=== i2c_wb_arbiter ===
## config.mk

```make
export PLATFORM = sky130hd
export DESIGN_NAME = i2c_wb_arbiter
export DESIGN_NICKNAME = d
export VERILOG_FILES = /design/src/rtl/i2c_wb_arbiter.sv
export SDC_FILE = /design/constraint.sdc
export NUM_CORES = 1
export LEC_CHECK = 0
export ABC_AREA = 1
export CAP_MARGIN = 30
export CORE_AREA = 2 2 123 125
export DETAILED_ROUTE_END_ITERATION = 10
export DIE_AREA = 0 0 125 127
export GPL_TIMING_DRIVEN = 0
export PLACE_DENSITY_LB_ADDON = 0.2
export SKIP_CTS_REPAIR_TIMING = 1
export SYNTH_ARGS = -nofsm -noshare
export SYNTH_HDL_FRONTEND = slang
export SYNTH_SLANG_ARGS = --single-unit
```

## constraint.sdc

```tcl
create_clock -name wb_clk_i -period 1.63 [get_ports wb_clk_i]
set_input_delay 0.4075 -clock wb_clk_i [delete_from_list [all_inputs] [get_ports wb_clk_i]]
set_output_delay 0.4075 -clock wb_clk_i [all_outputs]
set_load 0.05 [all_outputs]
```

## src/rtl/i2c_wb_arbiter.sv

```systemverilog
// Two-requester Wishbone arbiter in front of a shared I2C master slave port.
// Define I2C_ARB_TIMEOUT_EN to enable the stall watchdog that aborts a hung transfer.
module i2c_wb_arbiter #(
    parameter int unsigned TIMEOUT_CYCLES = 255
) (
    input  logic        wb_clk_i,
    input  logic        wb_rst_i,

    input  logic        m0_cyc_i,
    input  logic        m0_stb_i,
    input  logic        m0_we_i,
    input  logic [3:0]  m0_sel_i,
    input  logic [31:0] m0_adr_i,
    input  logic [31:0] m0_dat_i,
    output logic [31:0] m0_dat_o,
    output logic        m0_ack_o,
    output logic        m0_err_o,

    input  logic        m1_cyc_i,
    input  logic        m1_stb_i,
    input  logic        m1_we_i,
    input  logic [3:0]  m1_sel_i,
    input  logic [31:0] m1_adr_i,
    input  logic [31:0] m1_dat_i,
    output logic [31:0] m1_dat_o,
    output logic        m1_ack_o,
    output logic        m1_err_o,

    output logic        s_cyc_o,
    output logic        s_stb_o,
    output logic        s_we_o,
    output logic [3:0]  s_sel_o,
    output logic [31:0] s_adr_o,
    output logic [31:0] s_dat_o,
    input  logic [31:0] s_dat_i,
    input  logic        s_ack_i,

    output logic [1:0]  grant_o,
    output logic        timeout_o
);

    typedef enum logic [1:0] {IDLE, OWN0, OWN1} state_t;

    state_t r_state;
    state_t w_next;
    logic   r_last;     // 1: m1 owned last, so m0 wins the next tie
    logic   w_own0;
    logic   w_own1;
    logic   w_req0;
    logic   w_req1;
    logic   w_abort;

    // Ownership is masked by reset so nothing leaks out while reset is held.
    assign w_own0 = (r_state == OWN0) && !wb_rst_i;
    assign w_own1 = (r_state == OWN1) && !wb_rst_i;

`ifdef I2C_ARB_TIMEOUT_EN
    localparam logic [15:0] LP_TMO_LAST = 16'(TIMEOUT_CYCLES - 1);

    logic [15:0] r_tcnt;
    logic [1:0]  r_err;
    logic [1:0]  r_blk;
    logic        w_stall;

    assign w_stall = (w_own0 || w_own1) && s_stb_o && !s_ack_i;
    assign w_abort = w_stall && (r_tcnt == LP_TMO_LAST);
    assign w_req0  = m0_cyc_i && !r_blk[0];
    assign w_req1  = m1_cyc_i && !r_blk[1];

    // An aborted requester stays blocked until it has released cyc once.
    always_ff @(posedge wb_clk_i) begin
        if (wb_rst_i) begin
            r_tcnt <= '0;
            r_err  <= '0;
            r_blk  <= '0;
        end else begin
            r_err <= w_abort ? {w_own1, w_own0} : 2'b00;
            r_blk <= (r_blk & {m1_cyc_i, m0_cyc_i}) | (w_abort ? {w_own1, w_own0} : 2'b00);
            if ((w_next != r_state) || s_ack_i)
                r_tcnt <= '0;
            else if (w_stall)
                r_tcnt <= r_tcnt + 16'd1;
        end
    end

    assign m0_err_o  = r_err[0] && !wb_rst_i;
    assign m1_err_o  = r_err[1] && !wb_rst_i;
    assign timeout_o = (|r_err) && !wb_rst_i;
`else
    assign w_abort   = 1'b0;
    assign w_req0    = m0_cyc_i;
    assign w_req1    = m1_cyc_i;
    assign m0_err_o  = 1'b0;
    assign m1_err_o  = 1'b0;
    assign timeout_o = 1'b0;
`endif

    always_ff @(posedge wb_clk_i) begin
        if (wb_rst_i) begin
            r_state <= IDLE;
            r_last  <= 1'b1;
        end else begin
            r_state <= w_next;
            if (r_state == OWN0 && w_next == IDLE)
                r_last <= 1'b0;
            else if (r_state == OWN1 && w_next == IDLE)
                r_last <= 1'b1;
        end
    end

    always_comb begin
        w_next = r_state;
        case (r_state)
            IDLE: begin
                if (w_req0 && w_req1)
                    w_next = r_last ? OWN0 : OWN1;
                else if (w_req0)
                    w_next = OWN0;
                else if (w_req1)
                    w_next = OWN1;
            end
            OWN0:    if (!m0_cyc_i || w_abort) w_next = IDLE;
            OWN1:    if (!m1_cyc_i || w_abort) w_next = IDLE;
            default: w_next = IDLE;
        endcase
    end

    always_comb begin
        s_cyc_o = 1'b0;
        s_stb_o = 1'b0;
        s_we_o  = 1'b0;
        s_sel_o = '0;
        s_adr_o = '0;
        s_dat_o = '0;
        if (w_own0) begin
            s_cyc_o = m0_cyc_i;
            s_stb_o = m0_cyc_i && m0_stb_i;
            s_we_o  = m0_we_i;
            s_sel_o = m0_sel_i;
            s_adr_o = m0_adr_i;
            s_dat_o = m0_dat_i;
        end else if (w_own1) begin
            s_cyc_o = m1_cyc_i;
            s_stb_o = m1_cyc_i && m1_stb_i;
            s_we_o  = m1_we_i;
            s_sel_o = m1_sel_i;
            s_adr_o = m1_adr_i;
            s_dat_o = m1_dat_i;
        end
    end

    assign m0_ack_o = w_own0 && s_ack_i && m0_cyc_i;
    assign m1_ack_o = w_own1 && s_ack_i && m1_cyc_i;
    assign m0_dat_o = w_own0 ? s_dat_i : '0;
    assign m1_dat_o = w_own1 ? s_dat_i : '0;
    assign grant_o  = {w_own1, w_own0};

endmodule

```

**i2c_wb_arbiter: a small window of the routed layout**

The bar under the picture is 10 um long. Region (50, 26) to (75, 51) um. Cells in gray, sequential cells in the stronger gray; small squares are vias.
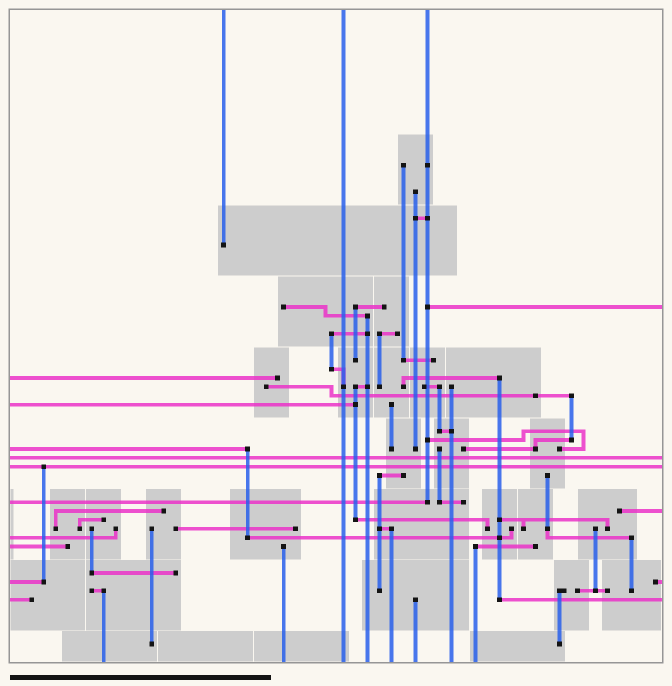
color	layer
magenta	M1
blue	M2
most frequent	nand2_1 (11), inv_1 (4), clkdlybuf4s50_1 (4)
cells with their middle in the window	25
sequential cells in the window	0

**i2c_wb_arbiter: clock wires, drivers and flops**

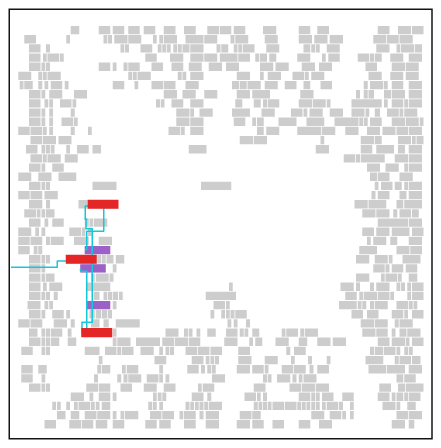
[purple] flip-flops | count: 3
[red] clock-net drivers | count: 3
[cyan] clock wires | length: 107 um
routed clock nets	4

==> impl_metrics.py <==
# Auto-generated metrics
metrics = {
    "flow_run": {
        "warnings": 28,
        "cap_violations": 0,
    },
    "timing": {
        "setup_viol": 139,
        "clock.fmax_mhz": 512,
        "setup_slack_ns": -0.324,
    },
    "detailed_routing": {
        "route.met2.wl_um": 6570,
        "met1_length_um": 4060,
        "highest_layer": "met4",
        "wire_per_inst_um": 13.3,
        "wl_um": 11700,
    },
    "global_routing": {
        "grt_pass1_vias": 3011,
        "grt_max_degree": 11,
        "grt_first_pass_wirelength_um": 15800,
    },
    "run_status": {
        "violations": "setup timing",
        "outcome": "finished with violations",
    },
    "die": {
        "fp_util_pct": 10.3,
        "io_pins": 319,
    },
    "placement": {
        "gp_congestion": 0.836,
        "post-place-ws_ns": -1.54,
        "portBuffers": 315,
    },
    "synth": {
        "syn_avg_cell_area_um2": 4.07,
        "async_reset_ff_share_pct": 0,
        "ys_sh_adder_pct": 0,
        "ys_sh_xor_pct": 0,
        "netlist_top_cells_count": "nand2_1 (219), nor2_1 (68), inv_1 (40), buf_2 (20), buf_4 (5)",
        "yosysCellCount": 367,
        "synthFlopType": "dfxtp_1",
    },
    "clocking": {
        "ctsRootBufferMaster": "clkbuf_16",
        "cts_buffer_depth": 2,
    },
    "worst_setup_path": {
        "crit_chain": "inv_2 > nand2_1 > nor2_4 > buf_12 > inv_2 > buf_6 > nor2_2 > buf_6",
        "reg2reg_slack_ns": 0.79,
        "slowest_stage": "dfxtp_2",
    },
    "power_and_ir_drop": {
        "fin_total_pwr_w": 0.00192,
        "power_density_nw_per_um2": 328,
        "pg_clk_w": 0.000399,
    },
}
[worst min-delay path by stage]
| stage | slack, ns | endpoint | cells past startpoint | startpoint |
|---|---|---|---|---|
| after floorplan | 0.43 | r_last | 2 | r_last |
| after global placement | 0.44 | r_last | 2 | r_last |
| after detailed placement | 0.45 | r_last | 2 | r_last |
| after CTS | 0.45 | r_last | 2 | r_last |
| after global routing | 0.51 | r_last | 2 | r_last |
| final | 0.45 | r_last | 2 | r_last |
[registers in the layout, indices dropped and copies added (netlist names)]
| name | flops |
|---|---|
| r_state | 2 |
| r_last | 1 |
[layout make-up]
cell class | count | area (um2)
timing repair buffer | 322 | 3480
clock buffer | 4 | 78.8
multi-input combinational | 298 | 1550
fill | 1505 | 8560
sequential | 3 | 62.6
buffer | 25 | 292
tap | 184 | 230
inverter | 43 | 169
[worst max-delay path: cells and delay by family (launching register included)]
kind / cells / cell delay [ns]
buf+inv: 5 / 0.64
flops: 1 / 0.33
simple gates: 3 / 0.34
[layout by cell type, fill, tap and decap left out, drive strengths merged]
cell type      count
conb               3
nor2              70
inv               43
a21oi              1
nand3              4
dlymetal6s2s       2
buf              163
nand2            219
clkbuf            12
dfxtp              3
clkdlybuf4s50    174
o21ai              1

=== divisor_sequencial ===
### config.mk
export PLATFORM = sky130hd
export DESIGN_NAME = divisor_sequencial
export DESIGN_NICKNAME = d
export VERILOG_FILES = /design/src/rtl/divisor_sequencial_pkg.sv /design/src/rtl/divisor_sequencial_subtrator_comp.sv /design/src/rtl/divisor_sequencial.sv
export SDC_FILE = /design/constraint.sdc
export NUM_CORES = 1
export LEC_CHECK = 0
export ABC_AREA = 1
export CORE_UTILIZATION = 40
export CTS_CLUSTER_DIAMETER = 200
export DETAILED_ROUTE_END_ITERATION = 6
export GPL_TIMING_DRIVEN = 0
export SYNTH_ARGS = -nofsm -noshare
export SYNTH_HDL_FRONTEND = slang
export SYNTH_HIERARCHICAL = 1
export SYNTH_SLANG_ARGS = --single-unit
### constraint.sdc
create_clock -name Clk -period 5.5 [get_ports Clk]
set_input_delay 0.55 -clock Clk [delete_from_list [all_inputs] [get_ports Clk]]
set_output_delay 0.55 -clock Clk [all_outputs]
set_load 0.05 [all_outputs]
### src/rtl/divisor_sequencial_pkg.sv
// Shared definitions for the sequential restoring divider: control states and default width.
package divisor_sequencial_pkg;

  typedef enum logic [1:0] {
    IDLE,
    CHECK,
    ITER,
    DONE
  } state_t;

  localparam int unsigned N_DEF = 4;

endpackage

### src/rtl/divisor_sequencial_subtrator_comp.sv
// (W)-bit subtractor/comparator: difference a-b and the a>=b flag, shared by CHECK and ITER.
module subtrator_comp #(
  parameter int unsigned W = 5
) (
  input  logic [W-1:0] a,
  input  logic [W-1:0] b,
  output logic [W-1:0] diff,
  output logic         ge
);

  assign diff = a - b;
  assign ge   = (a >= b);

endmodule

### src/rtl/divisor_sequencial.sv
// Sequential shift-subtract (restoring) divider: 2N-bit dividend / N-bit divisor, one quotient bit per clock.
module divisor_sequencial
  import divisor_sequencial_pkg::*;
#(
  parameter int unsigned N = N_DEF
) (
  input  logic           Clk,
  input  logic           Rst_n,
  input  logic           St,
  input  logic [2*N-1:0] Dividendo,
  input  logic [N-1:0]   Divisor,
  output logic [N-1:0]   Quociente,
  output logic [N-1:0]   Resto,
  output logic           V,
  output logic           Done,
  output logic           Idle
);

  localparam int unsigned CW = (N > 1) ? $clog2(N) : 1;

  state_t          state_q, state_d;
  logic [2*N:0]    acc_q, acc_d;
  logic [N-1:0]    div_q, div_d;
  logic [CW-1:0]   cnt_q, cnt_d;
  logic            v_q, v_d;

  logic [2*N:0]    shifted;
  logic [2*N:0]    t;
  logic [N:0]      sub_a;
  logic [N:0]      sub_diff;
  logic            sub_ge;

  assign shifted = acc_q << 1;

  // One comparator serves both states: CHECK compares the unshifted upper half, ITER the shifted one.
  assign sub_a = (state_q == CHECK) ? {1'b0, acc_q[2*N-1:N]} : shifted[2*N:N];

  subtrator_comp #(
    .W (N + 1)
  ) u_sub (
    .a    (sub_a),
    .b    ({1'b0, div_q}),
    .diff (sub_diff),
    .ge   (sub_ge)
  );

  always_comb begin
    state_d = state_q;
    acc_d   = acc_q;
    div_d   = div_q;
    cnt_d   = cnt_q;
    v_d     = v_q;
    t       = shifted;
    case (state_q)
      IDLE: begin
        if (St) begin
          acc_d   = {1'b0, Dividendo};
          div_d   = Divisor;
          v_d     = 1'b0;
          state_d = CHECK;
        end
      end
      CHECK: begin
        if (sub_ge || (div_q == '0)) begin
          v_d     = 1'b1;
          state_d = DONE;
        end else begin
          cnt_d   = '0;
          state_d = ITER;
        end
      end
      ITER: begin
        if (sub_ge) begin
          t[2*N:N] = sub_diff;
          t[0]     = 1'b1;
        end
        acc_d = t;
        cnt_d = cnt_q + CW'(1);
        if (cnt_q == CW'(N - 1)) begin
          state_d = DONE;
        end
      end
      DONE: begin
        state_d = IDLE;
      end
      default: begin
        state_d = IDLE;
      end
    endcase
  end

  always_ff @(posedge Clk or negedge Rst_n) begin
    if (!Rst_n) begin
      state_q <= IDLE;
      acc_q   <= '0;
      div_q   <= '0;
      cnt_q   <= '0;
      v_q     <= 1'b0;
    end else begin
      state_q <= state_d;
      acc_q   <= acc_d;
      div_q   <= div_d;
      cnt_q   <= cnt_d;
      v_q     <= v_d;
    end
  end

  assign Quociente = acc_q[N-1:0];
  assign Resto     = acc_q[2*N-1:N];
  assign V         = v_q;
  assign Done      = (state_q == DONE);
  assign Idle      = (state_q == IDLE);

endmodule
==> impl_metrics.py <==
# Auto-generated metrics
metrics = {
    "die": {
        "rows": 19,
        "core_um2": 2830,
        "die_x_um": 57.4,
        "fp_util_pct": 43.3,
    },
    "clocking": {
        "cts_buffers": 3,
        "clk_pin_slew_ns": 0.10,
        "hold_buffers": 0,
        "worstSkewPairLatency_ns": 0.29,
        "cts_setup_buffers": 0,
    },
    "worst_setup_path": {
        "slowest_stage": "dfrtp_1",
        "cpMostUsedCell": "nand2_1",
        "reg2reg_slack_ns": 2.62,
        "cp_data_arrival_time_ns": 3.07,
        "rr_endpoint": "state_q[0]",
        "crit_buf_inv": 3,
        "max_stage_delay_ns": 0.41,
        "crit_chain": "inv_1 > ha_1 > clkbuf_1 > o21ai_0 > ha_1 > or2_1 > nand3_1 > nand2_1 > inv_1 > nand2_1 > nand2_1 > nand2_1 > nand2_1 > nand2_1",
    },
    "timing": {
        "min_period_ns": 2.88,
        "slew_violations": 0,
        "setup_viol": 0,
        "skew_ns": 0.00438,
        "setup_tns_ns": 0,
        "rsz0062_at_grt": "no",
        "period_used_pct": 52.4,
        "setup_slack_ns": 2.62,
    },
    "layout": {
        "drive_gt1_share_pct": 9.89,
        "syn_to_final_growth_pct": 25.7,
        "design_area_um2": 1540,
        "nets": 209,
        "top_regs": "acc_q (8), div_q (4)",
        "fin_util_pct": 54.5,
        "diodes": 0,
        "instances_no_fill": 213,
    },
    "hold_path": {
        "whs_path_depth": 2,
        "min_to": "V",
    },
    "run_status": {
        "violations": "DRC",
        "outcome": "finished with violations",
    },
    "synth": {
        "ys_warn_count": 6,
        "synthCells": 153,
        "syn-cell-area_um2": 1230,
    },
    "detailed_routing": {
        "wire_per_inst_um": 12.2,
        "ant_nets": 0,
        "num_vias": 1047,
        "vias_per_cell": 4.92,
        "drc": 2,
    },
    "global_routing": {
        "grt_max_degree": 18,
        "grt_first_pass_wirelength_um": 4590,
        "antenna_found_initial": 0,
        "grt_pass1_vias": 1056,
    },
    "placement": {
        "hpwlAfterDp_um": 2030,
        "post-place-ws_ns": 2.63,
    },
    "flow_run": {
        "warnings": 29,
        "cap_violations": 0,
    },
}
==> cells in the final DEF (no fill, tap or decap), drive strengths merged, types with 2 or more instances in the layout <==
master / count
a31oi: 2
buf: 3
clkbuf: 5
clkdlybuf4s50: 25
dfrtp: 17
ha: 10
inv: 26
mux2: 4
nand2: 39
nand3: 14
nor2: 9
o211ai: 6
o21ai: 14
or2: 2
==> cell type report <==
cell class                      count  area (um2)  area share (%)
Multi-Input combinational cell    106         667            43.3
Sequential cell                    17         425            27.6
Timing Repair Buffer               25         250            16.2
Inverter                           26        97.6            6.33
Tap cell                           31        38.8            2.52
Buffer                              4        36.3            2.35
Clock buffer                        4        26.3            1.70
==> how the worst max path moves through the flow <==
stage,cells after the start,to,start
5_1_grt,15,state_q[0],state_q[1]
3_3_place_gp,14,state_q[0],state_q[1]
6_report,14,state_q[0],state_q[1]
2_1_floorplan,14,state_q[0],state_q[1]
3_5_place_dp,14,state_q[0],state_q[1]
4_1_cts,14,state_q[0],state_q[1]
==> routing by layer <==
metal  GRT usage [%]  vias to the layer above  wire (um)
met5               0                        -          0
met4            5.23                        0         31
met3            3.17                        4         94
met2            31.4                       22       1290
met1            23.4                      473       1190
li1                -                      548          -
**divisor_sequencial: a small window of the routed layout**

The bar under the picture is 10 um long. Region (16, 5) to (41, 30) um. Cells in gray, sequential cells in the stronger gray; small squares are vias.
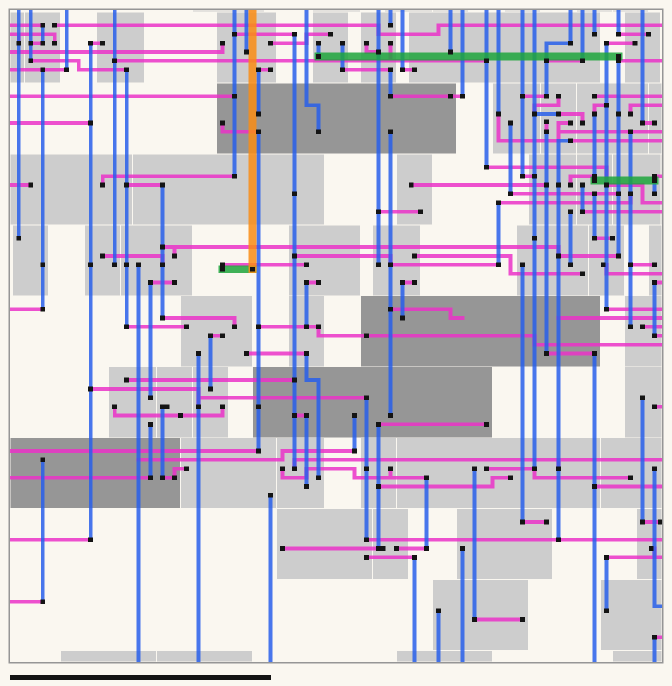
color	layer
blue	M2
green	M3
magenta	M1
orange	M4
cells with their middle in the window	43
most frequent	nand2_1 (7), inv_1 (6), clkdlybuf4s50_1 (5)
netlist names of flops here include	acc_q (4)
sequential cells in the window	4

**divisor_sequencial: clock wires, drivers and flops**

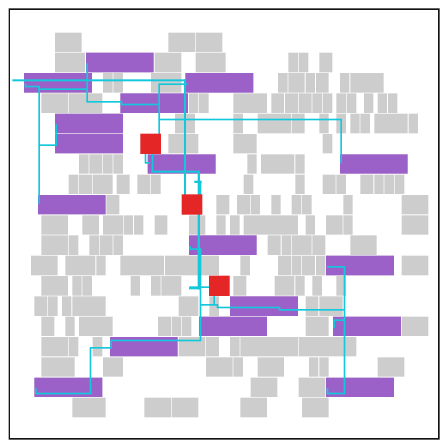
[purple] flip-flops | count: 17
[cyan] clock wires | length: 255 um
[red] clock-net drivers | count: 3
routed clock nets	4



==> layout pictures side by side <==
Signal metal coverage by tile.
panel A
The die is cut into 11 by 11 equal tiles; black is low, pale yellow is high, scaled to the fullest tile. Values are wire area over tile area, all layers added.
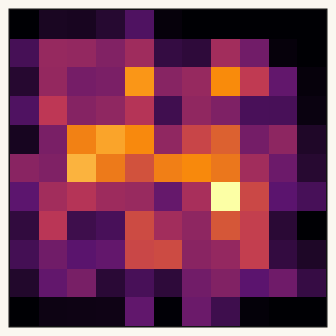
panel B
The die is cut into 25 by 25 equal tiles; black is low, pale yellow is high, scaled to the fullest tile. Values are wire area over tile area, all layers added.
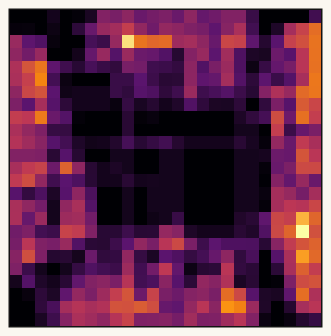
| from | picture |
|---|---|
| i2c_wb_arbiter | panel B |
| divisor_sequencial | panel A |

Key to panel B:
emptiest ninth of the die	center
tiles over half the peak	12%
fullest tile	0.49
mean over tiles	0.12
nearly empty tiles	16%

